# ---- block 1 ----
==> block_1/sizes.png <==
(6 px per um)
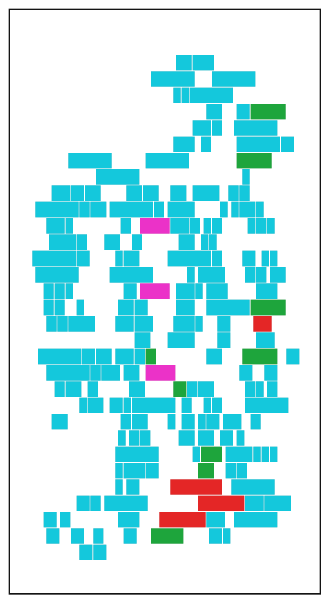
==> block_1/layer_met3.png <==
(4 px per um)
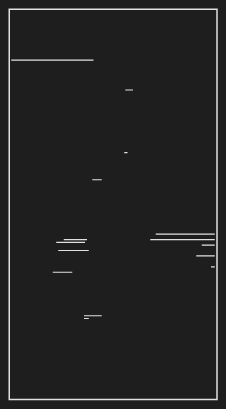
File: config.mk
export PLATFORM = sky130hd
export DESIGN_NAME = car_collision_monitor
export DESIGN_NICKNAME = d
export VERILOG_FILES = /design/src/rtl/car_game_pkg.sv /design/src/rtl/frame_overlap_counter.sv /design/src/rtl/car_collision_monitor.sv
export SDC_FILE = /design/constraint.sdc
export NUM_CORES = 1
export LEC_CHECK = 0
export CORE_ASPECT_RATIO = 2
export CORE_MARGIN = 3
export CORE_UTILIZATION = 40
export DETAILED_ROUTE_END_ITERATION = 10
export DONT_BUFFER_PORTS = 1
export GPL_TIMING_DRIVEN = 0
export PLACE_DENSITY = 0.6
export REMOVE_ABC_BUFFERS = 1
export SLEW_MARGIN = 5
export SYNTH_ARGS = -nofsm -noshare
export SYNTH_HDL_FRONTEND = slang
export SYNTH_SLANG_ARGS = --single-unit
File: constraint.sdc
create_clock -name clk -period 3 [get_ports clk]
set_input_delay 0.45 -clock clk [delete_from_list [all_inputs] [get_ports clk]]
set_output_delay 0.45 -clock clk [all_outputs]
set_load 0.01 [all_outputs]
File: src/rtl/car_game_pkg.sv
// Shared definitions for the car game video pipeline: game FSM states,
// the transparent colour code and the visible-area geometry.
package car_game_pkg;

  typedef enum logic [1:0] {
    IDLE   = 2'd0,
    PLAY   = 2'd1,
    INVULN = 2'd2,
    OVER   = 2'd3
  } game_state_t;

  localparam logic [11:0] TRANSPARENT = 12'h000;

  localparam int H_ACTIVE = 640;
  localparam int V_ACTIVE = 480;

endpackage

File: src/rtl/frame_overlap_counter.sv
// Counts player/obstacle overlapping pixels within one frame (saturating)
// and produces the frame-boundary tick together with the hit decision.
module frame_overlap_counter #(
  parameter int CNT_W         = 12,
  parameter int HIT_THRESHOLD = 16,
  parameter int V_ACTIVE      = car_game_pkg::V_ACTIVE
) (
  input  logic        clk,
  input  logic        reset,
  input  logic        clear,
  input  logic [9:0]  pix_row,
  input  logic [9:0]  pix_col,
  input  logic        video_on,
  input  logic [11:0] obstacle_pix,
  input  logic [11:0] player_pix,
  output logic        tick,
  output logic        hit_frame
);
  import car_game_pkg::*;

  logic [CNT_W-1:0] overlap_cnt;
  logic             overlap;

  function automatic logic [CNT_W-1:0] sat_inc(input logic [CNT_W-1:0] v);
    return (&v) ? v : v + 1'b1;
  endfunction

  assign overlap   = video_on && (obstacle_pix != TRANSPARENT) && (player_pix != TRANSPARENT);
  // The tick pixel sits outside the visible area, so it never adds to the count.
  assign tick      = (pix_row == 10'(V_ACTIVE)) && (pix_col == 10'd0);
  assign hit_frame = (overlap_cnt >= CNT_W'(HIT_THRESHOLD));

  // Per-frame overlap count: cleared by reset, game restart or frame tick.
  always_ff @(posedge clk) begin
    if (reset || clear || tick) begin
      overlap_cnt <= '0;
    end else if (overlap) begin
      overlap_cnt <= sat_inc(overlap_cnt);
    end
  end

endmodule

File: src/rtl/car_collision_monitor.sv
// Collision monitor: turns per-frame overlap results into hit pulses, lives
// bookkeeping, a post-hit invulnerability window and the game-over flag.
module car_collision_monitor #(
  parameter int INIT_LIVES    = 3,
  parameter int HIT_THRESHOLD = 16,
  parameter int INVULN_FRAMES = 60,
  parameter int V_ACTIVE      = car_game_pkg::V_ACTIVE,
  parameter int CNT_W         = 12
) (
  input  logic        clk,
  input  logic        reset,
  input  logic [9:0]  pix_row,
  input  logic [9:0]  pix_col,
  input  logic        video_on,
  input  logic [11:0] obstacle_pix,
  input  logic [11:0] player_pix,
  input  logic        start,
  output logic        collision_pulse,
  output logic [1:0]  lives,
  output logic        invuln,
  output logic        flash,
  output logic        game_over
);
  import car_game_pkg::*;

  localparam int INV_W = $clog2(INVULN_FRAMES + 1);

  logic             tick;
  logic             hit_frame;
  logic             restart;

  game_state_t      state_p1, state_n;
  logic [1:0]       lives_p1, lives_n;
  logic [INV_W-1:0] inv_cnt_p1, inv_n;
  logic             pulse_p1, pulse_n;

  frame_overlap_counter #(
    .CNT_W         (CNT_W),
    .HIT_THRESHOLD (HIT_THRESHOLD),
    .V_ACTIVE      (V_ACTIVE)
  ) u_overlap (
    .clk          (clk),
    .reset        (reset),
    .clear        (restart),
    .pix_row      (pix_row),
    .pix_col      (pix_col),
    .video_on     (video_on),
    .obstacle_pix (obstacle_pix),
    .player_pix   (player_pix),
    .tick         (tick),
    .hit_frame    (hit_frame)
  );

  // State register together with the lives, invulnerability and pulse registers.
  always_ff @(posedge clk) begin
    if (reset) begin
      state_p1   <= IDLE;
      lives_p1   <= 2'(INIT_LIVES);
      inv_cnt_p1 <= '0;
      pulse_p1   <= 1'b0;
    end else begin
      state_p1   <= state_n;
      lives_p1   <= lives_n;
      inv_cnt_p1 <= inv_n;
      pulse_p1   <= pulse_n;
    end
  end

  // Next-state logic; start in IDLE/OVER takes priority over a same-cycle tick.
  always_comb begin
    state_n = state_p1;
    lives_n = lives_p1;
    inv_n   = inv_cnt_p1;
    pulse_n = 1'b0;
    restart = 1'b0;
    case (state_p1)
      IDLE: begin
        if (start) begin
          state_n = PLAY;
          lives_n = 2'(INIT_LIVES);
          inv_n   = '0;
        end
      end
      PLAY: begin
        if (tick && hit_frame) begin
          pulse_n = 1'b1;
          if (lives_p1 > 2'd1) begin
            lives_n = lives_p1 - 2'd1;
            inv_n   = INV_W'(INVULN_FRAMES);
            state_n = INVULN;
          end else begin
            lives_n = 2'd0;
            state_n = OVER;
          end
        end
      end
      INVULN: begin
        if (tick) begin
          if (inv_cnt_p1 <= INV_W'(1)) begin
            inv_n   = '0;
            state_n = PLAY;
          end else begin
            inv_n = inv_cnt_p1 - 1'b1;
          end
        end
      end
      OVER: begin
        if (start) begin
          state_n = PLAY;
          lives_n = 2'(INIT_LIVES);
          inv_n   = '0;
          restart = 1'b1;
        end
      end
      default: state_n = IDLE;
    endcase
  end

  // Outputs decoded from registered state only.
  always_comb begin
    collision_pulse = pulse_p1;
    lives           = lives_p1;
    invuln          = (state_p1 == INVULN);
    flash           = (state_p1 == INVULN) && inv_cnt_p1[2];
    game_over       = (state_p1 == OVER);
  end

endmodule

==> Slide: Implementation Results <==
Implementation Results

Run status
  – Status: finished clean

Floorplanning
  – Cell Rows: 32
  – Core area: 3920 sq um
  – N_taps: 51
  – Die X: 51.6 um

Power and ir drop
  – Sw Share: 0.406
  – Internal Power: 0.633 mW
  – NetSw: 0.432 mW
  – Combinational logic power: 0.463 mW
  – Pwr Total: 1.06 mW

Layout
  – # clk buffers: 3
  – Non-clock buffer share: 0
  – Inverters: 8
  – N_diodes: 0

Global routing
  – Global route overflow: 0
  – M2 GR Usage: 0.362
  – Vias in the first global route: 1590

Run
  – Max cap viols: 0

Min path
  – Hold Path Origin: reset
  – Hold endpoint: inv_cnt_p1[0]$_SDFFE_PP0P_

Critical path
  – Crit path buf inv count: 1
  – Crit path largest cell delay: 0.57 ns
  – Cell Chain, Critical Path: inv_1 -> ha_1 -> nor2b_1 -> nor2_1 -> a31oi_1 -> and2_4 -> o32ai_2
  – Crit path capture: inv_cnt_p1[4]$_SDFFE_PP0P_

Timing
  – # setup viols final: 0
  – Final min period: 2.41 ns
  – Final worst setup slack: 0.595 ns
  – Post-layout period usage: 0.802
  – TNS Setup: 0 ns

Route
  – Final wirelength: 4.46 mm
  – WL met3: 92 um
  – Drt pass-1 iters: 4

Yosys
  – Sequential area share after synthesis: 0.277
  – Number of flops mapped to enable cells by yosys: 0
  – Post-synth ARST share: 0
  – Top cells, area: dfxtp_1 (28%), ha_1 (6.0%), a21oi_1 (5.4%), or4_1 (4.5%), nor2_1 (4.1%)
  – Yosys chip area: 1660 sq um
  – Yosys adder share: 0.0602

Placement
  – Placed insts: 241
  – DP Worst Slack: 0.620 ns
## Picture notes: block_1/sizes.png
[magenta] _6 and larger | cells: 3
[green] _2 cells | cells: 9
[red] _3 and _4 cells | cells: 4
[cyan] _0 and _1 cells | cells: 178

## Picture notes: block_1/layer_met3.png
wire length on this layer: 92.0 um
longest straight run: 20.2 um
main direction: horizontal
nets with wire on the layer: 13
share of all routed wire: 2.1%


# ---- block 2 ----
--- config.mk ---
export PLATFORM = sky130hd
export DESIGN_NAME = smoke_timebase
export DESIGN_NICKNAME = d
export VERILOG_FILES = /design/src/rtl/smoke_timebase.sv
export SDC_FILE = /design/constraint.sdc
export NUM_CORES = 1
export LEC_CHECK = 0
export CAP_MARGIN = 15
export CORE_MARGIN = 2
export CORE_UTILIZATION = 35
export DETAILED_ROUTE_END_ITERATION = 8
export GPL_ROUTABILITY_DRIVEN = 0
export PLACE_DENSITY = 0.63
export SETUP_SLACK_MARGIN = 0.1
export SYNTH_ARGS = -nofsm -noshare
export SYNTH_HDL_FRONTEND = slang
export SYNTH_SLANG_ARGS = --single-unit
--- constraint.sdc ---
create_clock -name clock -period 2.6 [get_ports clock]
set_clock_uncertainty 0.05 [all_clocks]
set_input_delay 0.26 -clock clock [delete_from_list [all_inputs] [get_ports clock]]
set_output_delay 0.26 -clock clock [all_outputs]
set_load 0.05 [all_outputs]
--- src/rtl/smoke_timebase.sv ---
// Clock-domain timebase: synchronised, stretched reset release, free-running cycle
// counter and a single-outstanding wait-N-cycles request/done handshake.
module smoke_timebase #(
   parameter int CNT_WIDTH  = 32,
   parameter int REQ_WIDTH  = 16,
   parameter int RST_CYCLES = 4
) (
   input  logic                 clock,
   input  logic                 reset_n,
   output logic                 ready,
   output logic [CNT_WIDTH-1:0] cycle_count,
   input  logic                 req_valid,
   output logic                 req_ready,
   input  logic [REQ_WIDTH-1:0] req_cycles,
   output logic                 done_valid,
   input  logic                 done_ready,
   output logic [CNT_WIDTH-1:0] done_cycle,
   output logic                 busy
);
   localparam int HW = $clog2(RST_CYCLES + 1);
   localparam logic [HW-1:0] HOLD_LAST = HW'(RST_CYCLES);

   typedef enum logic [1:0] {RST_HOLD, IDLE, WAIT, DONE} state_t;

   state_t               state, state_nxt;
   logic [1:0]           rst_sync;
   logic [HW-1:0]        hold_cnt;
   logic [REQ_WIDTH-1:0] remaining, remaining_nxt;
   logic                 enter_done;

   always_ff @(posedge clock or negedge reset_n) begin
      if (!reset_n) begin
         rst_sync    <= '0;
         hold_cnt    <= '0;
         state       <= RST_HOLD;
         remaining   <= '0;
         cycle_count <= '0;
         done_cycle  <= '0;
      end else begin
         rst_sync  <= {rst_sync[0], 1'b1};
         state     <= state_nxt;
         remaining <= remaining_nxt;
         // hold counts only clocks seen after the synchroniser has released
         if (state == RST_HOLD && rst_sync[1] && hold_cnt != HOLD_LAST)
            hold_cnt <= hold_cnt + 1'b1;
         if (ready)
            cycle_count <= cycle_count + CNT_WIDTH'(1);
         if (enter_done)
            done_cycle <= cycle_count + CNT_WIDTH'(1);
      end
   end

   always_comb begin
      state_nxt     = state;
      remaining_nxt = remaining;
      enter_done    = 1'b0;
      case (state)
         RST_HOLD: if (rst_sync[1] && hold_cnt == HOLD_LAST) state_nxt = IDLE;
         IDLE: begin
            // a zero-length wait still takes one clock, same as a one-cycle wait
            if (req_valid) begin
               state_nxt     = WAIT;
               remaining_nxt = (req_cycles == '0) ? REQ_WIDTH'(1) : req_cycles;
            end
         end
         WAIT: begin
            if (remaining == REQ_WIDTH'(1)) begin
               state_nxt  = DONE;
               enter_done = 1'b1;
            end else begin
               remaining_nxt = remaining - REQ_WIDTH'(1);
            end
         end
         DONE:    if (done_ready) state_nxt = IDLE;
         default: state_nxt = RST_HOLD;
      endcase
   end

   assign ready      = (state != RST_HOLD);
   assign req_ready  = (state == IDLE);
   assign done_valid = (state == DONE);
   assign busy       = (state == WAIT) || (state == DONE);
endmodule
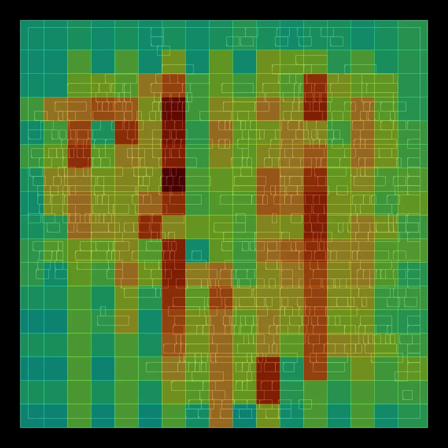
(block_2/congestion.png)
M2 GR Usage: 0.271
met1 Use GR: 0.223
DR WL/cell: 15.4 um
busiest grt layer: met2

==> Slide: Implementation Results <==
Implementation Results

Power and ir drop
  – Pwr Total: 5.17 mW
  – Top pwr grp: combinational cells
  – Clock network fraction of design power: 0.252
  – Peak VDD IR: 526 uV
  – Pwr dens: 861 nW/um^2
  – Comb power frac: 0.377

Layout
  – Register area: 2180 sq um
  – Final Core Density: 0.459
  – # clk buffers: 11
  – Seq area share: 0.363
  – Fraction of area in multi-input gates: 0.382
  – FILL cells: 1219

Placement
  – Post-DP HPWL: 8.35 mm

Yosys
  – Synth top cell by count: dfrtp_1
  – Sequential area share after synthesis: 0.470
  – Post-synth top area share: 0.470
  – Avg Cell Area, Syn: 9.71 sq um
  – Yosys cell count: 477
  – Post-synthesis net count: 507
  – Cell taking the most area after synthesis: dfrtp_1
  – Post-synth ARST share: 1.00
  – Syn. warnings: 0

Run
  – Max cap viols: 0

Timing
  – Final hold violations: 0
  – Hold WS: 0.303 ns
  – Worst-Margin Slew: 0.540 ns
  – Slew headroom: 0.637
  – Unrepaired setup endpoints after global routing: false
  – Final min period: 2.19 ns
  – Max frequency: 457 MHz

Critical path
  – WP depth: 3
  – Crit path largest cell delay: 0.81 ns
  – Crit path capture: req_ready
  – Reg2reg start: cycle_count[0]$_DFFE_PN0N_
  – Crit path buf inv count: 2

Clock tree
  – Root Buffer: clkbuf_16
  – Post-CTS Setup Bufs: 0
  – Clk Latency, worst-skew pair: 0.34 ns
  – Cts repair resizes: 0
  – Clock Path Buffers: 2

Route
  – Number of DRC markers in iteration 0: 251
  – Vias/cell: 5.14
  – DR vias: 3811
  – Post-DRT Antenna Nets: 0
  – # DRC: 0
  – WL met3: 514 um

Min path
  – Hold Path Origin: rst_sync[0]$_DFF_PN0_

Global routing
  – Antenna violations before repair: 0
  – Global route overflow: 0

Run status
  – Status: finished clean
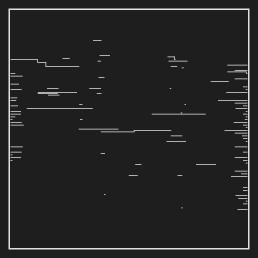
(block_2/layer_met3.png)
(2 px per um)
share of all routed wire: 4.5%
longest straight run: 32.7 um


# ---- block 3 ----
[config.mk]
export PLATFORM = sky130hd
export DESIGN_NAME = puf_reader
export DESIGN_NICKNAME = d
export VERILOG_FILES = /design/src/rtl/puf_reader.sv
export SDC_FILE = /design/constraint.sdc
export NUM_CORES = 1
export LEC_CHECK = 0
export CORE_MARGIN = 1.5
export CORE_UTILIZATION = 61
export DETAILED_ROUTE_END_ITERATION = 16
export PLACE_DENSITY = 0.95
export SLEW_MARGIN = 20
export SYNTH_ARGS = -nofsm -noshare
export SYNTH_HDL_FRONTEND = slang
export SYNTH_SLANG_ARGS = --single-unit
[constraint.sdc]
create_clock -name clk_i -period 3.4 [get_ports clk_i]
set_input_delay 0.85 -clock clk_i [delete_from_list [all_inputs] [get_ports clk_i]]
set_output_delay 0.85 -clock clk_i [all_outputs]
set_load 0.005 [all_outputs]
[src/rtl/puf_reader.sv]
// Arbiter-PUF read sequencer: precharge/race switching, repeated sampling, majority-voted ID with per-bit instability flags.
// Latency: a read accepted at edge E0 publishes at edge E0 + 2*SETTLE*REPEATS; done_o pulses for one cycle.
// Backpressure: none; start_i is honoured only in IDLE (the done_o cycle included) and ignored while busy_o is high.
//
// Ports:
//   clk_i, rst_ni        clock, asynchronous active-low reset
//   start_i/challenge_i  read request and challenge (latched on an accepted start)
//   busy_o, done_o       read in progress / one-cycle publish pulse
//   id_o, unstable_o     voted ID and per-bit disagreement flags, held between reads
//   switch_o             PUF switch control: 2'b00 precharge, 2'b11 race
//   challenge_o          registered challenge to the PUF
//   resp_i               raw PUF response, asynchronous to clk_i
module puf_reader #(
    parameter int ID_W    = 96,
    parameter int CHAL_W  = 32,
    parameter int REPEATS = 15,
    parameter int SETTLE  = 8
) (
    input  logic              clk_i,
    input  logic              rst_ni,
    input  logic              start_i,
    input  logic [CHAL_W-1:0] challenge_i,
    output logic              busy_o,
    output logic              done_o,
    output logic [ID_W-1:0]   id_o,
    output logic [ID_W-1:0]   unstable_o,
    output logic [1:0]        switch_o,
    output logic [CHAL_W-1:0] challenge_o,
    input  logic [ID_W-1:0]   resp_i
);

    localparam int CW = $clog2(REPEATS + 1);
    localparam int RW = (REPEATS > 1) ? $clog2(REPEATS) : 1;
    localparam int PW = $clog2(SETTLE);

    localparam logic [CW-1:0] HALF     = CW'(REPEATS / 2);
    localparam logic [CW-1:0] FULL     = CW'(REPEATS);
    localparam logic [RW-1:0] REP_LAST = RW'(REPEATS - 1);
    localparam logic [PW-1:0] PH_LAST  = PW'(SETTLE - 1);

    typedef enum logic [1:0] {
        IDLE      = 2'd0,
        PRECHARGE = 2'd1,
        RACE      = 2'd2
    } state_t;

    state_t            state_q, state_d;
    logic [PW-1:0]     phase_q;
    logic [RW-1:0]     rep_q;
    logic [CW-1:0]     ones_q  [ID_W];
    logic [CW-1:0]     ones_nx [ID_W];
    logic [ID_W-1:0]   resp_s1, resp_s2;
    logic [1:0]        switch_q;
    logic [CHAL_W-1:0] chal_q;
    logic [ID_W-1:0]   id_q, unstable_q;
    logic              done_q;

    logic accept, phase_last, rep_last, sample_en, publish;

    assign accept     = (state_q == IDLE) && start_i;
    assign phase_last = (phase_q == PH_LAST);
    assign rep_last   = (rep_q == REP_LAST);
    assign sample_en  = (state_q == RACE) && phase_last;
    assign publish    = sample_en && rep_last;

    // Free-running two-flop synchroniser; the PUF outputs are not related to clk_i.
    always_ff @(posedge clk_i or negedge rst_ni) begin
        if (!rst_ni) begin
            resp_s1 <= '0;
            resp_s2 <= '0;
        end else begin
            resp_s1 <= resp_i;
            resp_s2 <= resp_s1;
        end
    end

    always_ff @(posedge clk_i or negedge rst_ni) begin
        if (!rst_ni) begin
            state_q <= IDLE;
        end else begin
            state_q <= state_d;
        end
    end

    always_comb begin
        state_d = state_q;
        case (state_q)
            IDLE:      if (start_i) state_d = PRECHARGE;
            PRECHARGE: if (phase_last) state_d = RACE;
            RACE:      if (phase_last) state_d = rep_last ? IDLE : PRECHARGE;
            default:   state_d = IDLE;
        endcase
    end

    // Counts including the sample taken this cycle; the publish path votes on these
    // so the final race contributes to the result.
    always_comb begin
        for (int i = 0; i < ID_W; i++) begin
            ones_nx[i] = ones_q[i] + CW'(resp_s2[i]);
        end
    end

    always_ff @(posedge clk_i or negedge rst_ni) begin
        if (!rst_ni) begin
            phase_q  <= '0;
            rep_q    <= '0;
            switch_q <= 2'b00;
            chal_q   <= '0;
            for (int i = 0; i < ID_W; i++) begin
                ones_q[i] <= '0;
            end
        end else begin
            // Switch is registered from the next state so it changes exactly at the phase edges.
            switch_q <= (state_d == RACE) ? 2'b11 : 2'b00;

            if (accept) begin
                chal_q  <= challenge_i;
                phase_q <= '0;
                rep_q   <= '0;
                for (int i = 0; i < ID_W; i++) begin
                    ones_q[i] <= '0;
                end
            end else if (state_q != IDLE) begin
                phase_q <= phase_last ? '0 : phase_q + 1'b1;
                if (sample_en) begin
                    for (int i = 0; i < ID_W; i++) begin
                        ones_q[i] <= ones_nx[i];
                    end
                    if (!rep_last) begin
                        rep_q <= rep_q + 1'b1;
                    end
                end
            end
        end
    end

    always_ff @(posedge clk_i or negedge rst_ni) begin
        if (!rst_ni) begin
            id_q       <= '0;
            unstable_q <= '0;
            done_q     <= 1'b0;
        end else begin
            done_q <= publish;
            if (publish) begin
                for (int i = 0; i < ID_W; i++) begin
                    id_q[i]       <= (ones_nx[i] > HALF);
                    unstable_q[i] <= (ones_nx[i] != '0) && (ones_nx[i] != FULL);
                end
            end
        end
    end

    assign busy_o      = (state_q != IDLE);
    assign done_o      = done_q;
    assign id_o        = id_q;
    assign unstable_o  = unstable_q;
    assign switch_o    = switch_q;
    assign challenge_o = chal_q;

endmodule

==> Slide: Implementation Results <==
Implementation Results

Yosys
  – Post-synth top cells: dfrtp_1 (811), nand2_1 (294), ha_1 (196), nor2_1 (196)
  – Yosys adder share: 0.0717
  – Library cells used by synthesis: 32
  – Simple-Gate Area Share: 0.113
  – Syn. warnings: 0
  – Yosys cell count: 2930

Timing
  – Final Skew: 0.0241 ns
  – Final min period: 2.94 ns
  – Slew headroom: 0.362

Route
  – Top Metal Used: met5
  – Met2 WL post-DR: 44.7 mm
  – # DRC: 0

Power and ir drop
  – Top pwr grp: registers
  – Pwr dens: 538 nW/um^2
  – Combinational logic power: 2.58 mW

Layout
  – Signal buffers: 413

Run status
  – Status: finished clean

Clock tree
  – Cts bufs inserted: 82
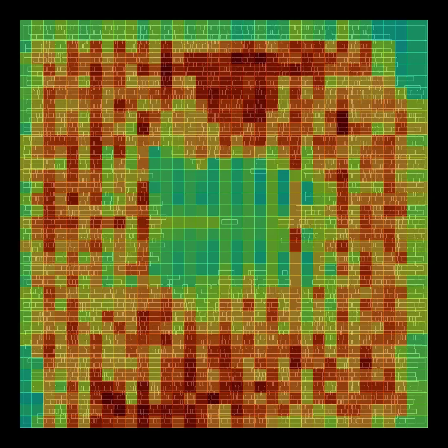
(block_3/congestion.png)
Final Core Density: 0.752
M2 GR Usage: 0.526
busiest grt layer: met2
met1 Use GR: 0.379

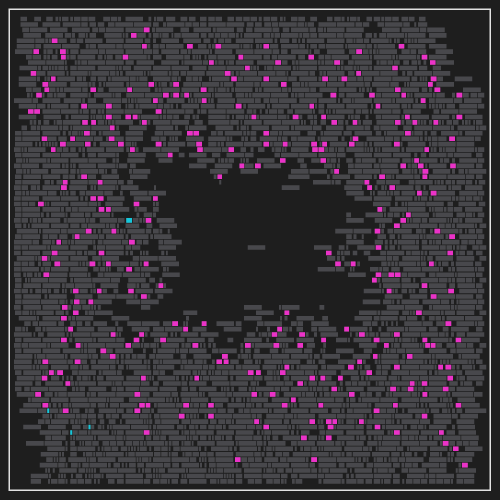
(block_3/logic_types.png)
(2 px per um)
[magenta] AND-OR and OR-AND gates | cells: 289 | most used: a22o_1 | where: all over the die
[cyan] inverters | cells: 4 | most used: inv_1 | where: lower left


# ---- block 4 ----
File: src/rtl/mem_arb_pkg.sv
// Shared types and constants for the 2:1 memory arbiter.
package mem_arb_pkg;

  typedef enum logic {
    ARB_IDLE = 1'b0,
    ARB_BUSY = 1'b1
  } arb_state_e;

  localparam logic PORT_FETCH = 1'b0;
  localparam logic PORT_DATA  = 1'b1;

  localparam logic MEM_READ  = 1'b0;
  localparam logic MEM_WRITE = 1'b1;

endpackage

File: src/rtl/mem_arb_2to1_if.sv
// Request/response and memory-side signals of the 2:1 arbiter.
// The slave modport is the arbiter; the master modport drives requesters and memory.
interface mem_arb_2to1_if #(
  parameter int unsigned ADDR_W = 32,
  parameter int unsigned DATA_W = 32
);

  logic              req0_val;
  logic              req0_rdy;
  logic              req0_type;
  logic [ADDR_W-1:0] req0_addr;
  logic [DATA_W-1:0] req0_wdata;
  logic              resp0_val;
  logic [DATA_W-1:0] resp0_data;

  logic              req1_val;
  logic              req1_rdy;
  logic              req1_type;
  logic [ADDR_W-1:0] req1_addr;
  logic [DATA_W-1:0] req1_wdata;
  logic              resp1_val;
  logic [DATA_W-1:0] resp1_data;

  logic              memreq_val;
  logic              memreq_type;
  logic [ADDR_W-1:0] memreq_addr;
  logic [DATA_W-1:0] memreq_wdata;
  logic              memresp_val;
  logic [DATA_W-1:0] memresp_data;

  modport slave (
    input  req0_val, req0_type, req0_addr, req0_wdata,
    output req0_rdy, resp0_val, resp0_data,
    input  req1_val, req1_type, req1_addr, req1_wdata,
    output req1_rdy, resp1_val, resp1_data,
    output memreq_val, memreq_type, memreq_addr, memreq_wdata,
    input  memresp_val, memresp_data
  );

  modport master (
    output req0_val, req0_type, req0_addr, req0_wdata,
    input  req0_rdy, resp0_val, resp0_data,
    output req1_val, req1_type, req1_addr, req1_wdata,
    input  req1_rdy, resp1_val, resp1_data,
    input  memreq_val, memreq_type, memreq_addr, memreq_wdata,
    output memresp_val, memresp_data
  );

endinterface

File: src/rtl/mem_arb_2to1_grant.sv
// Combinational grant selection. Round-robin by default; define MEM_ARB_FIXED_PRIO_EN
// for fixed priority where the data port always wins contention.
module mem_arb_2to1_grant
  import mem_arb_pkg::*;
(
  input  logic val0_i,
  input  logic val1_i,
  input  logic last_grant_i,
  output logic grant_val_o,
  output logic grant_idx_o
);

  assign grant_val_o = val0_i | val1_i;

`ifdef MEM_ARB_FIXED_PRIO_EN
  logic unused_last_grant;
  assign unused_last_grant = last_grant_i;

  assign grant_idx_o = val1_i ? PORT_DATA : PORT_FETCH;
`else
  always_comb begin
    grant_idx_o = PORT_FETCH;
    if (val0_i && val1_i) begin
      // Contention: hand the grant to whichever port did not win last time.
      grant_idx_o = ~last_grant_i;
    end else if (val1_i) begin
      grant_idx_o = PORT_DATA;
    end
  end
`endif

endmodule

File: src/rtl/mem_arb_2to1.sv
// Shares one single-ported memory between fetch (port 0) and data (port 1) requesters,
// one outstanding transaction at a time. Optional macro: MEM_ARB_FIXED_PRIO_EN.
module mem_arb_2to1
  import mem_arb_pkg::*;
#(
  parameter int unsigned ADDR_W = 32,
  parameter int unsigned DATA_W = 32
) (
  input  logic           clk,
  input  logic           rst,
  mem_arb_2to1_if.slave  bus_io
);

  arb_state_e state_q, state_d;
  logic       owner_q, owner_d;
  logic       last_grant_q, last_grant_d;

  logic grant_val;
  logic grant_idx;

  logic              mux_type;
  logic [ADDR_W-1:0] mux_addr;
  logic [DATA_W-1:0] mux_wdata;

  logic req0_rdy, req1_rdy;
  logic resp0_val, resp1_val;
  logic memreq_val;

  mem_arb_2to1_grant u_grant (
    .val0_i       (bus_io.req0_val),
    .val1_i       (bus_io.req1_val),
    .last_grant_i (last_grant_q),
    .grant_val_o  (grant_val),
    .grant_idx_o  (grant_idx)
  );

  assign mux_type  = (grant_idx == PORT_DATA) ? bus_io.req1_type  : bus_io.req0_type;
  assign mux_addr  = (grant_idx == PORT_DATA) ? bus_io.req1_addr  : bus_io.req0_addr;
  assign mux_wdata = (grant_idx == PORT_DATA) ? bus_io.req1_wdata : bus_io.req0_wdata;

  always_comb begin
    state_d      = state_q;
    owner_d      = owner_q;
    last_grant_d = last_grant_q;
    req0_rdy     = 1'b0;
    req1_rdy     = 1'b0;
    resp0_val    = 1'b0;
    resp1_val    = 1'b0;
    memreq_val   = 1'b0;

    // Outputs stay quiet during the reset cycle regardless of the current state.
    if (!rst) begin
      unique case (state_q)
        ARB_IDLE: begin
          if (grant_val) begin
            memreq_val   = 1'b1;
            req0_rdy     = (grant_idx == PORT_FETCH);
            req1_rdy     = (grant_idx == PORT_DATA);
            owner_d      = grant_idx;
            last_grant_d = grant_idx;
            state_d      = ARB_BUSY;
          end
        end
        ARB_BUSY: begin
          if (bus_io.memresp_val) begin
            resp0_val = (owner_q == PORT_FETCH);
            resp1_val = (owner_q == PORT_DATA);
            state_d   = ARB_IDLE;
          end
        end
        default: state_d = ARB_IDLE;
      endcase
    end
  end

  always_ff @(posedge clk) begin
    if (rst) begin
      state_q      <= ARB_IDLE;
      owner_q      <= PORT_FETCH;
      last_grant_q <= PORT_DATA;
    end else begin
      state_q      <= state_d;
      owner_q      <= owner_d;
      last_grant_q <= last_grant_d;
    end
  end

  assign bus_io.req0_rdy     = req0_rdy;
  assign bus_io.req1_rdy     = req1_rdy;
  assign bus_io.resp0_val    = resp0_val;
  assign bus_io.resp1_val    = resp1_val;
  assign bus_io.resp0_data   = bus_io.memresp_data;
  assign bus_io.resp1_data   = bus_io.memresp_data;
  assign bus_io.memreq_val   = memreq_val;
  assign bus_io.memreq_type  = mux_type;
  assign bus_io.memreq_addr  = mux_addr;
  assign bus_io.memreq_wdata = mux_wdata;

endmodule

File: src/flat_wrapper.sv
// flat-port wrapper written by rule: the top's interface ports become plain ports
module mem_arb_2to1_flat import mem_arb_pkg::*;
#(
  parameter int unsigned ADDR_W = 32,
  parameter int unsigned DATA_W = 32
)
  (clk, rst, bus_io_req0_val, bus_io_req0_type, bus_io_req0_addr, bus_io_req0_wdata, bus_io_req0_rdy, bus_io_resp0_val, bus_io_resp0_data, bus_io_req1_val, bus_io_req1_type, bus_io_req1_addr, bus_io_req1_wdata, bus_io_req1_rdy, bus_io_resp1_val, bus_io_resp1_data, bus_io_memreq_val, bus_io_memreq_type, bus_io_memreq_addr, bus_io_memreq_wdata, bus_io_memresp_val, bus_io_memresp_data);
  mem_arb_2to1_if #(.ADDR_W(ADDR_W), .DATA_W(DATA_W)) bus_io_i ();
  input  logic clk;
  input  logic rst;
  input wire logic [$bits(bus_io_i.req0_val)-1:0] bus_io_req0_val;
  input wire logic [$bits(bus_io_i.req0_type)-1:0] bus_io_req0_type;
  input wire logic [$bits(bus_io_i.req0_addr)-1:0] bus_io_req0_addr;
  input wire logic [$bits(bus_io_i.req0_wdata)-1:0] bus_io_req0_wdata;
  output wire logic [$bits(bus_io_i.req0_rdy)-1:0] bus_io_req0_rdy;
  output wire logic [$bits(bus_io_i.resp0_val)-1:0] bus_io_resp0_val;
  output wire logic [$bits(bus_io_i.resp0_data)-1:0] bus_io_resp0_data;
  input wire logic [$bits(bus_io_i.req1_val)-1:0] bus_io_req1_val;
  input wire logic [$bits(bus_io_i.req1_type)-1:0] bus_io_req1_type;
  input wire logic [$bits(bus_io_i.req1_addr)-1:0] bus_io_req1_addr;
  input wire logic [$bits(bus_io_i.req1_wdata)-1:0] bus_io_req1_wdata;
  output wire logic [$bits(bus_io_i.req1_rdy)-1:0] bus_io_req1_rdy;
  output wire logic [$bits(bus_io_i.resp1_val)-1:0] bus_io_resp1_val;
  output wire logic [$bits(bus_io_i.resp1_data)-1:0] bus_io_resp1_data;
  output wire logic [$bits(bus_io_i.memreq_val)-1:0] bus_io_memreq_val;
  output wire logic [$bits(bus_io_i.memreq_type)-1:0] bus_io_memreq_type;
  output wire logic [$bits(bus_io_i.memreq_addr)-1:0] bus_io_memreq_addr;
  output wire logic [$bits(bus_io_i.memreq_wdata)-1:0] bus_io_memreq_wdata;
  input wire logic [$bits(bus_io_i.memresp_val)-1:0] bus_io_memresp_val;
  input wire logic [$bits(bus_io_i.memresp_data)-1:0] bus_io_memresp_data;
  assign bus_io_i.req0_val = bus_io_req0_val;
  assign bus_io_i.req0_type = bus_io_req0_type;
  assign bus_io_i.req0_addr = bus_io_req0_addr;
  assign bus_io_i.req0_wdata = bus_io_req0_wdata;
  assign bus_io_req0_rdy = bus_io_i.req0_rdy;
  assign bus_io_resp0_val = bus_io_i.resp0_val;
  assign bus_io_resp0_data = bus_io_i.resp0_data;
  assign bus_io_i.req1_val = bus_io_req1_val;
  assign bus_io_i.req1_type = bus_io_req1_type;
  assign bus_io_i.req1_addr = bus_io_req1_addr;
  assign bus_io_i.req1_wdata = bus_io_req1_wdata;
  assign bus_io_req1_rdy = bus_io_i.req1_rdy;
  assign bus_io_resp1_val = bus_io_i.resp1_val;
  assign bus_io_resp1_data = bus_io_i.resp1_data;
  assign bus_io_memreq_val = bus_io_i.memreq_val;
  assign bus_io_memreq_type = bus_io_i.memreq_type;
  assign bus_io_memreq_addr = bus_io_i.memreq_addr;
  assign bus_io_memreq_wdata = bus_io_i.memreq_wdata;
  assign bus_io_i.memresp_val = bus_io_memresp_val;
  assign bus_io_i.memresp_data = bus_io_memresp_data;
  mem_arb_2to1 #(.ADDR_W(ADDR_W), .DATA_W(DATA_W)) u_core (.clk(clk), .rst(rst), .bus_io(bus_io_i));
endmodule
File: config.mk
export PLATFORM = sky130hd
export DESIGN_NAME = mem_arb_2to1_flat
export DESIGN_NICKNAME = d
export VERILOG_FILES = /design/src/rtl/mem_arb_pkg.sv /design/src/rtl/mem_arb_2to1_if.sv /design/src/rtl/mem_arb_2to1_grant.sv /design/src/rtl/mem_arb_2to1.sv /design/src/flat_wrapper.sv
export SDC_FILE = /design/constraint.sdc
export NUM_CORES = 1
export LEC_CHECK = 0
export CAP_MARGIN = 20
export CORE_AREA = 2 2 118 120
export CTS_CLUSTER_DIAMETER = 100
export DETAILED_ROUTE_END_ITERATION = 8
export DIE_AREA = 0 0 120 122
export PLACE_DENSITY = 0.63
export SETUP_SLACK_MARGIN = 0.1
export SKIP_CTS_REPAIR_TIMING = 1
export SLEW_MARGIN = 40
export SYNTH_ARGS = -nofsm -noshare
export SYNTH_HDL_FRONTEND = slang
export SYNTH_SLANG_ARGS = --single-unit
File: constraint.sdc
create_clock -name clk -period 1.6 [get_ports clk]
set_input_delay 0.24 -clock clk [delete_from_list [all_inputs] [get_ports clk]]
set_output_delay 0.24 -clock clk [all_outputs]
set_load 0.05 [all_outputs]
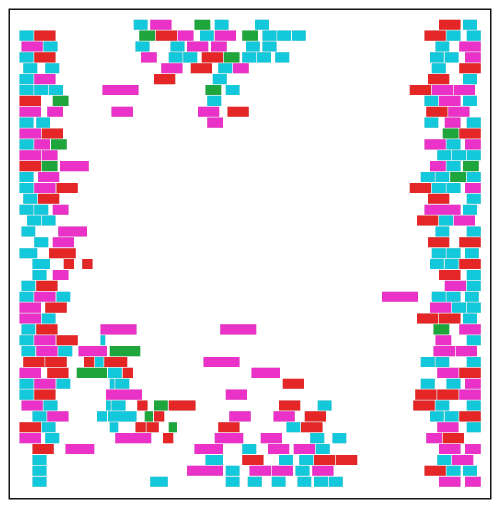
(block_4/sizes.png)
(4 px per um)
[green] _2 cells | cells: 17
[red] _3 and _4 cells | cells: 65
[magenta] _6 and larger | cells: 87
[cyan] _0 and _1 cells | cells: 144
final worst setup slack: -0.226 ns
final instance area: 4130 sq um
Signal buffers: 226

==> Slide: Implementation Results <==
Implementation Results

Timing
  – Final hold violations: 0
  – Final worst setup slack: -0.226 ns
  – Final Skew: 0.000858 ns
  – Max frequency: 548 MHz
  – # setup viols final: 66

Critical path
  – Critical path startpoint: u_core.last_grant_q$_SDFFE_PP1P_
  – Reg2Reg Depth: 3
  – Crit path capture: bus_io_memreq_wdata[2]
  – Crit path largest cell delay: 0.33 ns

Route
  – WL met3: 996 um
  – Drt pass-1 iters: 4
  – Final wirelength: 8.42 mm
  – DR WL/cell: 17.1 um

Run status
  – Failing checks: negative setup slack
  – Status: finished, violations left

Power and ir drop
  – Combinational logic power: 1.88 mW
  – Internal Power: 1.40 mW

Clock tree
  – Clock Path Buffers: 2
  – Clock slew at reported path FFs: 0.03 ns

Layout
  – Final net count: 481
  – Inverters: 1
  – Seq area share: 0.0151
  – Final Core Density: 0.306

Floorplanning
  – Core area: 13500 sq um

Global routing
  – Vias in the first global route: 1719
  – M2 GR Usage: 0.163

Yosys
  – Ys flops: 3
  – Yosys chip area: 1460 sq um
  – Yosys adder share: 0
  – Dominant comb cell: multiplexers

Placement
  – Post-DP HPWL: 5.59 mm

Min path
  – Hold endpoint: u_core.last_grant_q$_SDFFE_PP1P_
  – Hold Path Origin: bus_io_req1_val

# ---- block 5 ----
## src/rtl/fifo_pkg.sv

```systemverilog
// Shared definitions for the programmable FIFO family: counter width,
// pointer wrap helper and the read-mode enumeration.
package fifo_pkg;

    typedef enum logic [0:0] {
        FWFT_OFF = 1'b0,
        FWFT_ON  = 1'b1
    } fwft_mode_e;

    // Occupancy counter width: must hold every value 0..depth inclusive.
    function automatic int calc_cw(input int depth);
        return $clog2(depth + 1);
    endfunction

    // Pointer increment with an explicit wrap, so non-power-of-two depths
    // never produce a pointer at or beyond depth.
    function automatic int unsigned next_ptr(input int unsigned ptr, input int unsigned depth);
        if (ptr == (depth - 32'd1)) begin
            return 32'd0;
        end else begin
            return ptr + 32'd1;
        end
    endfunction

endpackage

```

## src/rtl/fifo_prog_chk.sv

```systemverilog
// Invariant checker for fifo_prog: bounds on count/pointers, status pulse
// consistency and flush behaviour.
module fifo_prog_chk #(
    parameter int DEPTH = 8,
    parameter int CW    = 4,
    parameter int PW    = 3
) (
    input logic          clk,
    input logic          rst,
    input logic          flush,
    input logic [CW-1:0] count,
    input logic [PW-1:0] wr_ptr,
    input logic [PW-1:0] rd_ptr,
    input logic          wr_ack,
    input logic          overflow,
    input logic          underflow,
    input logic          full,
    input logic          empty
);

    a_count_max: assert property (@(posedge clk) disable iff (rst) count <= CW'(DEPTH));
    a_wr_ptr_rng: assert property (@(posedge clk) disable iff (rst) 32'(wr_ptr) < DEPTH);
    a_rd_ptr_rng: assert property (@(posedge clk) disable iff (rst) 32'(rd_ptr) < DEPTH);
    a_ack_ovf_excl: assert property (@(posedge clk) disable iff (rst) !(wr_ack && overflow));
    a_ovf_full: assert property (@(posedge clk) disable iff (rst) overflow |-> $past(full));
    a_ack_notfull: assert property (@(posedge clk) disable iff (rst) wr_ack |-> !$past(full));
    a_udf_empty: assert property (@(posedge clk) disable iff (rst) underflow |-> $past(empty));
    a_flush_zero: assert property (@(posedge clk) disable iff (rst) flush |=> (count == CW'(0)));

endmodule

```

## src/rtl/fifo_ptr_ctrl.sv

```systemverilog
// Wrapping read/write pointers, occupancy counter and accept decisions.
// Acceptance looks only at the registered count, never at the other side's
// same-cycle action.
module fifo_ptr_ctrl
    import fifo_pkg::*;
#(
    parameter int DEPTH = 8,
    parameter int CW    = 4,
    parameter int PW    = 3
) (
    input  logic          clk,
    input  logic          rst,
    input  logic          flush,
    input  logic          wr_en,
    input  logic          rd_en,
    output logic          wr_accept,
    output logic          rd_accept,
    output logic [PW-1:0] wr_ptr,
    output logic [PW-1:0] rd_ptr,
    output logic [CW-1:0] count,
    output logic          full,
    output logic          empty
);

    logic [PW-1:0] wr_ptr_q, wr_ptr_d;
    logic [PW-1:0] rd_ptr_q, rd_ptr_d;
    logic [CW-1:0] count_q, count_d;
    logic          wr_acc_s, rd_acc_s;

    assign full      = (count_q == CW'(DEPTH));
    assign empty     = (count_q == CW'(0));
    assign wr_acc_s  = wr_en && !full && !flush;
    assign rd_acc_s  = rd_en && !empty && !flush;
    assign wr_accept = wr_acc_s;
    assign rd_accept = rd_acc_s;
    assign wr_ptr    = wr_ptr_q;
    assign rd_ptr    = rd_ptr_q;
    assign count     = count_q;

    // Next pointer and occupancy; flush overrides everything.
    always_comb begin
        wr_ptr_d = wr_ptr_q;
        rd_ptr_d = rd_ptr_q;
        count_d  = count_q;
        if (flush) begin
            wr_ptr_d = PW'(0);
            rd_ptr_d = PW'(0);
            count_d  = CW'(0);
        end else begin
            if (wr_acc_s) begin
                wr_ptr_d = PW'(next_ptr(32'(wr_ptr_q), DEPTH));
            end else begin
                wr_ptr_d = wr_ptr_q;
            end
            if (rd_acc_s) begin
                rd_ptr_d = PW'(next_ptr(32'(rd_ptr_q), DEPTH));
            end else begin
                rd_ptr_d = rd_ptr_q;
            end
            case ({wr_acc_s, rd_acc_s})
                2'b10:   count_d = count_q + CW'(1);
                2'b01:   count_d = count_q - CW'(1);
                default: count_d = count_q;
            endcase
        end
    end

    // Pointer and count registers, cleared immediately by rst.
    always_ff @(posedge clk or posedge rst) begin
        if (rst) begin
            wr_ptr_q <= PW'(0);
            rd_ptr_q <= PW'(0);
            count_q  <= CW'(0);
        end else begin
            wr_ptr_q <= wr_ptr_d;
            rd_ptr_q <= rd_ptr_d;
            count_q  <= count_d;
        end
    end

endmodule

```

## src/rtl/fifo_prog.sv

```systemverilog
// Programmable-depth single-clock FIFO with runtime thresholds, flush,
// occupancy output and build-time standard / first-word-fall-through read.
module fifo_prog
    import fifo_pkg::*;
#(
    parameter  int FIFO_WIDTH = 16,
    parameter  int FIFO_DEPTH = 8,
    parameter  int FWFT       = 0,
    localparam int CW         = calc_cw(FIFO_DEPTH)
) (
    input  logic                  clk,
    input  logic                  rst,
    input  logic                  flush,
    input  logic                  wr_en,
    input  logic [FIFO_WIDTH-1:0] data_in,
    input  logic                  rd_en,
    input  logic [CW-1:0]         af_level,
    input  logic [CW-1:0]         ae_level,
    output logic [FIFO_WIDTH-1:0] data_out,
    output logic                  data_valid,
    output logic                  wr_ack,
    output logic                  overflow,
    output logic                  underflow,
    output logic                  full,
    output logic                  empty,
    output logic                  almostfull,
    output logic                  almostempty,
    output logic [CW-1:0]         count
);

    localparam int         PW   = $clog2(FIFO_DEPTH);
    localparam fwft_mode_e MODE = (FWFT != 0) ? FWFT_ON : FWFT_OFF;

    logic [FIFO_WIDTH-1:0] mem_q [FIFO_DEPTH];
    logic [PW-1:0]         wr_ptr_s, rd_ptr_s;
    logic [CW-1:0]         count_s;
    logic                  wr_acc_s, rd_acc_s, full_s, empty_s;
    logic                  wr_ack_q, overflow_q, underflow_q;

    fifo_ptr_ctrl #(
        .DEPTH (FIFO_DEPTH),
        .CW    (CW),
        .PW    (PW)
    ) u_ptr_ctrl (
        .clk       (clk),
        .rst       (rst),
        .flush     (flush),
        .wr_en     (wr_en),
        .rd_en     (rd_en),
        .wr_accept (wr_acc_s),
        .rd_accept (rd_acc_s),
        .wr_ptr    (wr_ptr_s),
        .rd_ptr    (rd_ptr_s),
        .count     (count_s),
        .full      (full_s),
        .empty     (empty_s)
    );

    assign count       = count_s;
    assign full        = full_s;
    assign empty       = empty_s;
    assign almostfull  = (count_s >= af_level);
    assign almostempty = (count_s <= ae_level);
    assign wr_ack      = wr_ack_q;
    assign overflow    = overflow_q;
    assign underflow   = underflow_q;

    // Storage array: written on accepted writes, never cleared.
    always_ff @(posedge clk) begin
        if (wr_acc_s) begin
            mem_q[wr_ptr_s] <= data_in;
        end else begin
            mem_q[wr_ptr_s] <= mem_q[wr_ptr_s];
        end
    end

    // One-cycle status pulses describing the previous cycle's requests.
    always_ff @(posedge clk or posedge rst) begin
        if (rst) begin
            wr_ack_q    <= 1'b0;
            overflow_q  <= 1'b0;
            underflow_q <= 1'b0;
        end else begin
            wr_ack_q    <= wr_acc_s;
            overflow_q  <= wr_en && full_s && !flush;
            underflow_q <= rd_en && empty_s && !flush;
        end
    end

    generate
        if (MODE == FWFT_OFF) begin : g_std
            logic [FIFO_WIDTH-1:0] data_q;
            logic                  valid_q;

            // Registered read port: load the head on an accepted pop.
            always_ff @(posedge clk or posedge rst) begin
                if (rst) begin
                    data_q  <= {FIFO_WIDTH{1'b0}};
                    valid_q <= 1'b0;
                end else begin
                    if (rd_acc_s) begin
                        data_q <= mem_q[rd_ptr_s];
                    end else begin
                        data_q <= data_q;
                    end
                    valid_q <= rd_acc_s;
                end
            end

            assign data_out   = data_q;
            assign data_valid = valid_q;
        end else begin : g_fwft
            assign data_out   = mem_q[rd_ptr_s];
            assign data_valid = !empty_s;
        end
    endgenerate

    fifo_prog_chk #(
        .DEPTH (FIFO_DEPTH),
        .CW    (CW),
        .PW    (PW)
    ) u_chk (
        .clk       (clk),
        .rst       (rst),
        .flush     (flush),
        .count     (count_s),
        .wr_ptr    (wr_ptr_s),
        .rd_ptr    (rd_ptr_s),
        .wr_ack    (wr_ack_q),
        .overflow  (overflow_q),
        .underflow (underflow_q),
        .full      (full_s),
        .empty     (empty_s)
    );

endmodule

```

## config.mk

```make
export PLATFORM = sky130hd
export DESIGN_NAME = fifo_prog
export DESIGN_NICKNAME = d
export VERILOG_FILES = /design/src/rtl/fifo_pkg.sv /design/src/rtl/fifo_prog_chk.sv /design/src/rtl/fifo_ptr_ctrl.sv /design/src/rtl/fifo_prog.sv
export SDC_FILE = /design/constraint.sdc
export NUM_CORES = 1
export LEC_CHECK = 0
export CAP_MARGIN = 10
export CELL_PAD_IN_SITES_DETAIL_PLACEMENT = 1
export CELL_PAD_IN_SITES_GLOBAL_PLACEMENT = 1
export CORE_ASPECT_RATIO = 1.4
export CORE_MARGIN = 8
export CORE_UTILIZATION = 37
export DETAILED_ROUTE_END_ITERATION = 8
export PLACE_DENSITY = 0.64
export SYNTH_ARGS = -nofsm -noshare
export SYNTH_HDL_FRONTEND = slang
export SYNTH_SLANG_ARGS = --single-unit
```

## constraint.sdc

```tcl
create_clock -name clk -period 2.7 [get_ports clk]
set_input_delay 0.405 -clock clk [delete_from_list [all_inputs] [get_ports clk]]
set_output_delay 0.405 -clock clk [all_outputs]
set_load 0.005 [all_outputs]
```

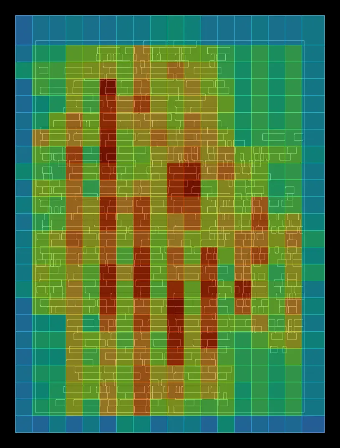
(block_5/congestion.png)
met1 Use GR: 0.148
Final Core Density: 0.481

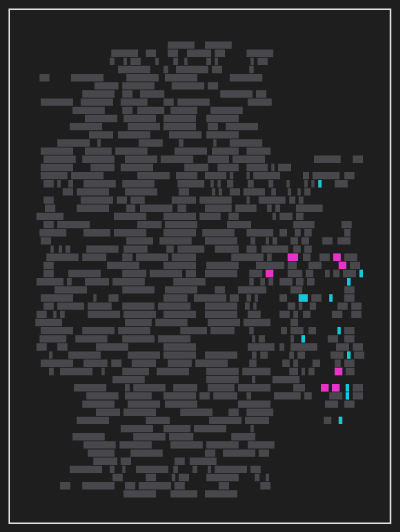
(block_5/logic_types.png)
(3 px per um)
[magenta] AND-OR and OR-AND gates | cells: 7 | where: middle right
[cyan] inverters | cells: 11 | most used: inv_1
fraction of area in multi-input gates: 0.204
most frequent logic cell in the layout: edfxtp_1
Post-Layout Cell Count: 655

==> Slide: Implementation Results <==
Implementation Results

Run status
  – Status: finished clean

Timing
  – # setup viols final: 0
  – Worst-Margin Slew: 0.873 ns
  – Final min period: 2.59 ns
  – TNS Setup: 0 ns
  – Final Skew: 0.00942 ns
  – Hold WS: 0.400 ns

Yosys
  – Library cells used by synthesis: 33
  – Dominant comb cell: multiplexers
  – Mux share of post-synthesis cell area: 0.141
  – Yosys cell count: 352
  – Complex Gates by Area: 0.0377
  – Post-synth ARST share: 0.190
  – Top cells, area: edfxtp_1 (61%), dfrtp_1 (12%), mux4_2 (11%), ha_1 (2.8%), mux2i_1 (2.5%)
  – Syn. warnings: 0
  – Yosys adder share: 0.0277
  – Synth top cell by count: edfxtp_1
  – Ys flops: 158

Clock tree
  – Cts repair resizes: 6
  – Clock Path Buffers: 2
  – Clk Latency, worst-skew pair: 0.42 ns

Critical path
  – Reg2reg start: u_ptr_ctrl.count[0]$_DFFE_PP0P_
  – CP Class: flop to primary output
  – Slowest CP cell: dfrtp_1
  – Reg2Reg Depth: 8
  – Data required time of the worst path: 2.30 ns

Layout
  – Top Layout Cells: edfxtp_1 (128), clkdlybuf4s50_1 (53), mux4_2 (32)
  – Clock buf/inv share: 0.0796
  – Logic area: 1640 sq um
  – Area Overhead vs Synth: 27.1%
  – N_diodes: 0
  – Signal buffers: 84
  – Register area: 4600 sq um
  – FILL cells: 1551
  – Inverters: 11

Floorplanning
  – N_taps: 203
  – Io pins: 57
  – Core area: 16700 sq um

Placement
  – Post-DP HPWL: 8.86 mm

Global routing
  – Busiest grt layer: met2
  – Gr usage total: 0.140
  – Global route overflow: 0

Power and ir drop
  – Sw Share: 0.220
  – Comb power frac: 0.146
  – Pwr dens: 799 nW/um^2
  – Combinational logic power: 0.938 mW
  – Clock network fraction of design power: 0.402
  – Internal Power: 5.01 mW

Route
  – WL met3: 678 um
  – Met2 WL post-DR: 7.86 mm
  – Final wirelength: 14.3 mm
  – Post-DRT Antenna Nets: 0
  – Number of DRC markers in iteration 0: 157
  – Drt pass-1 iters: 4


==> screenshots <==
Gate-type map.
picture 1
(4 px per um)
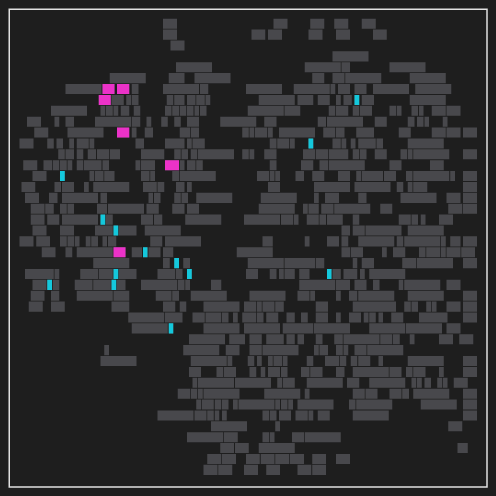
picture 2
(6 px per um)
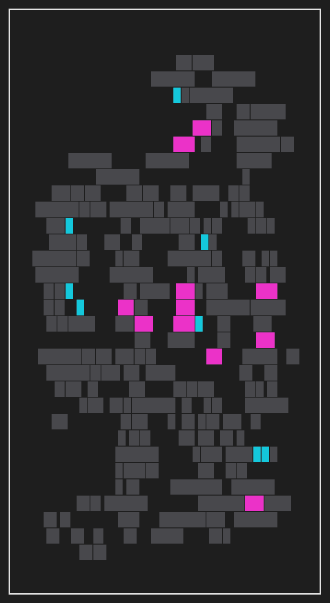
picture 3
(4 px per um)
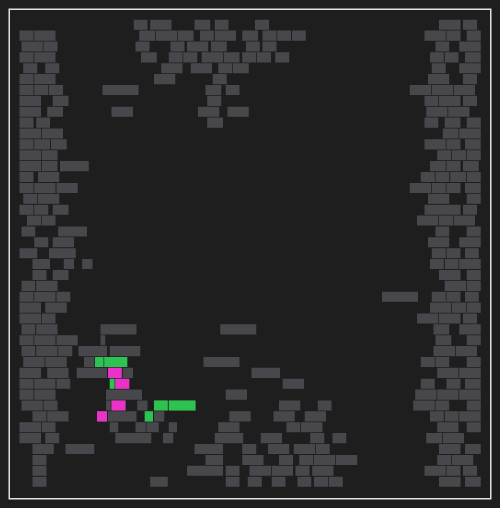
picture 3: block 4
picture 2: block 1
picture 1: block 2


## Gallery

Met2 routing.
(a)
(1.5 px per um)
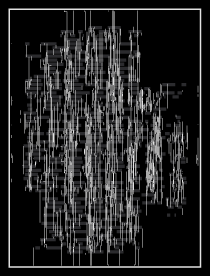
(b)
(1 px per um)
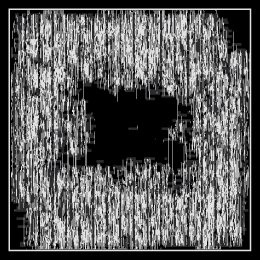
(c)
(4 px per um)
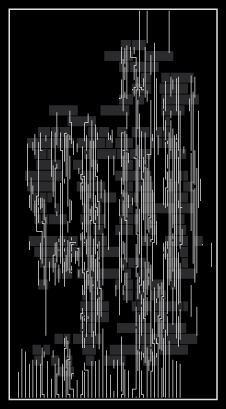
(d)
(2 px per um)
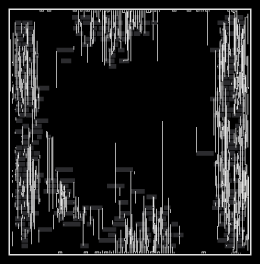
(e)
(2 px per um)
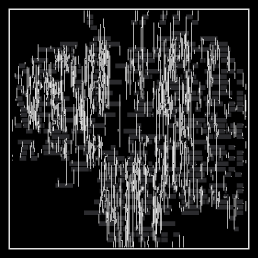
Of these, largest die: (b)
- block 5 = (a)
- block 4 = (d)
- block 1 = (c)
- block 3 = (b)
- block 2 = (e)

Power is estimated from default activity; no workload was simulated.
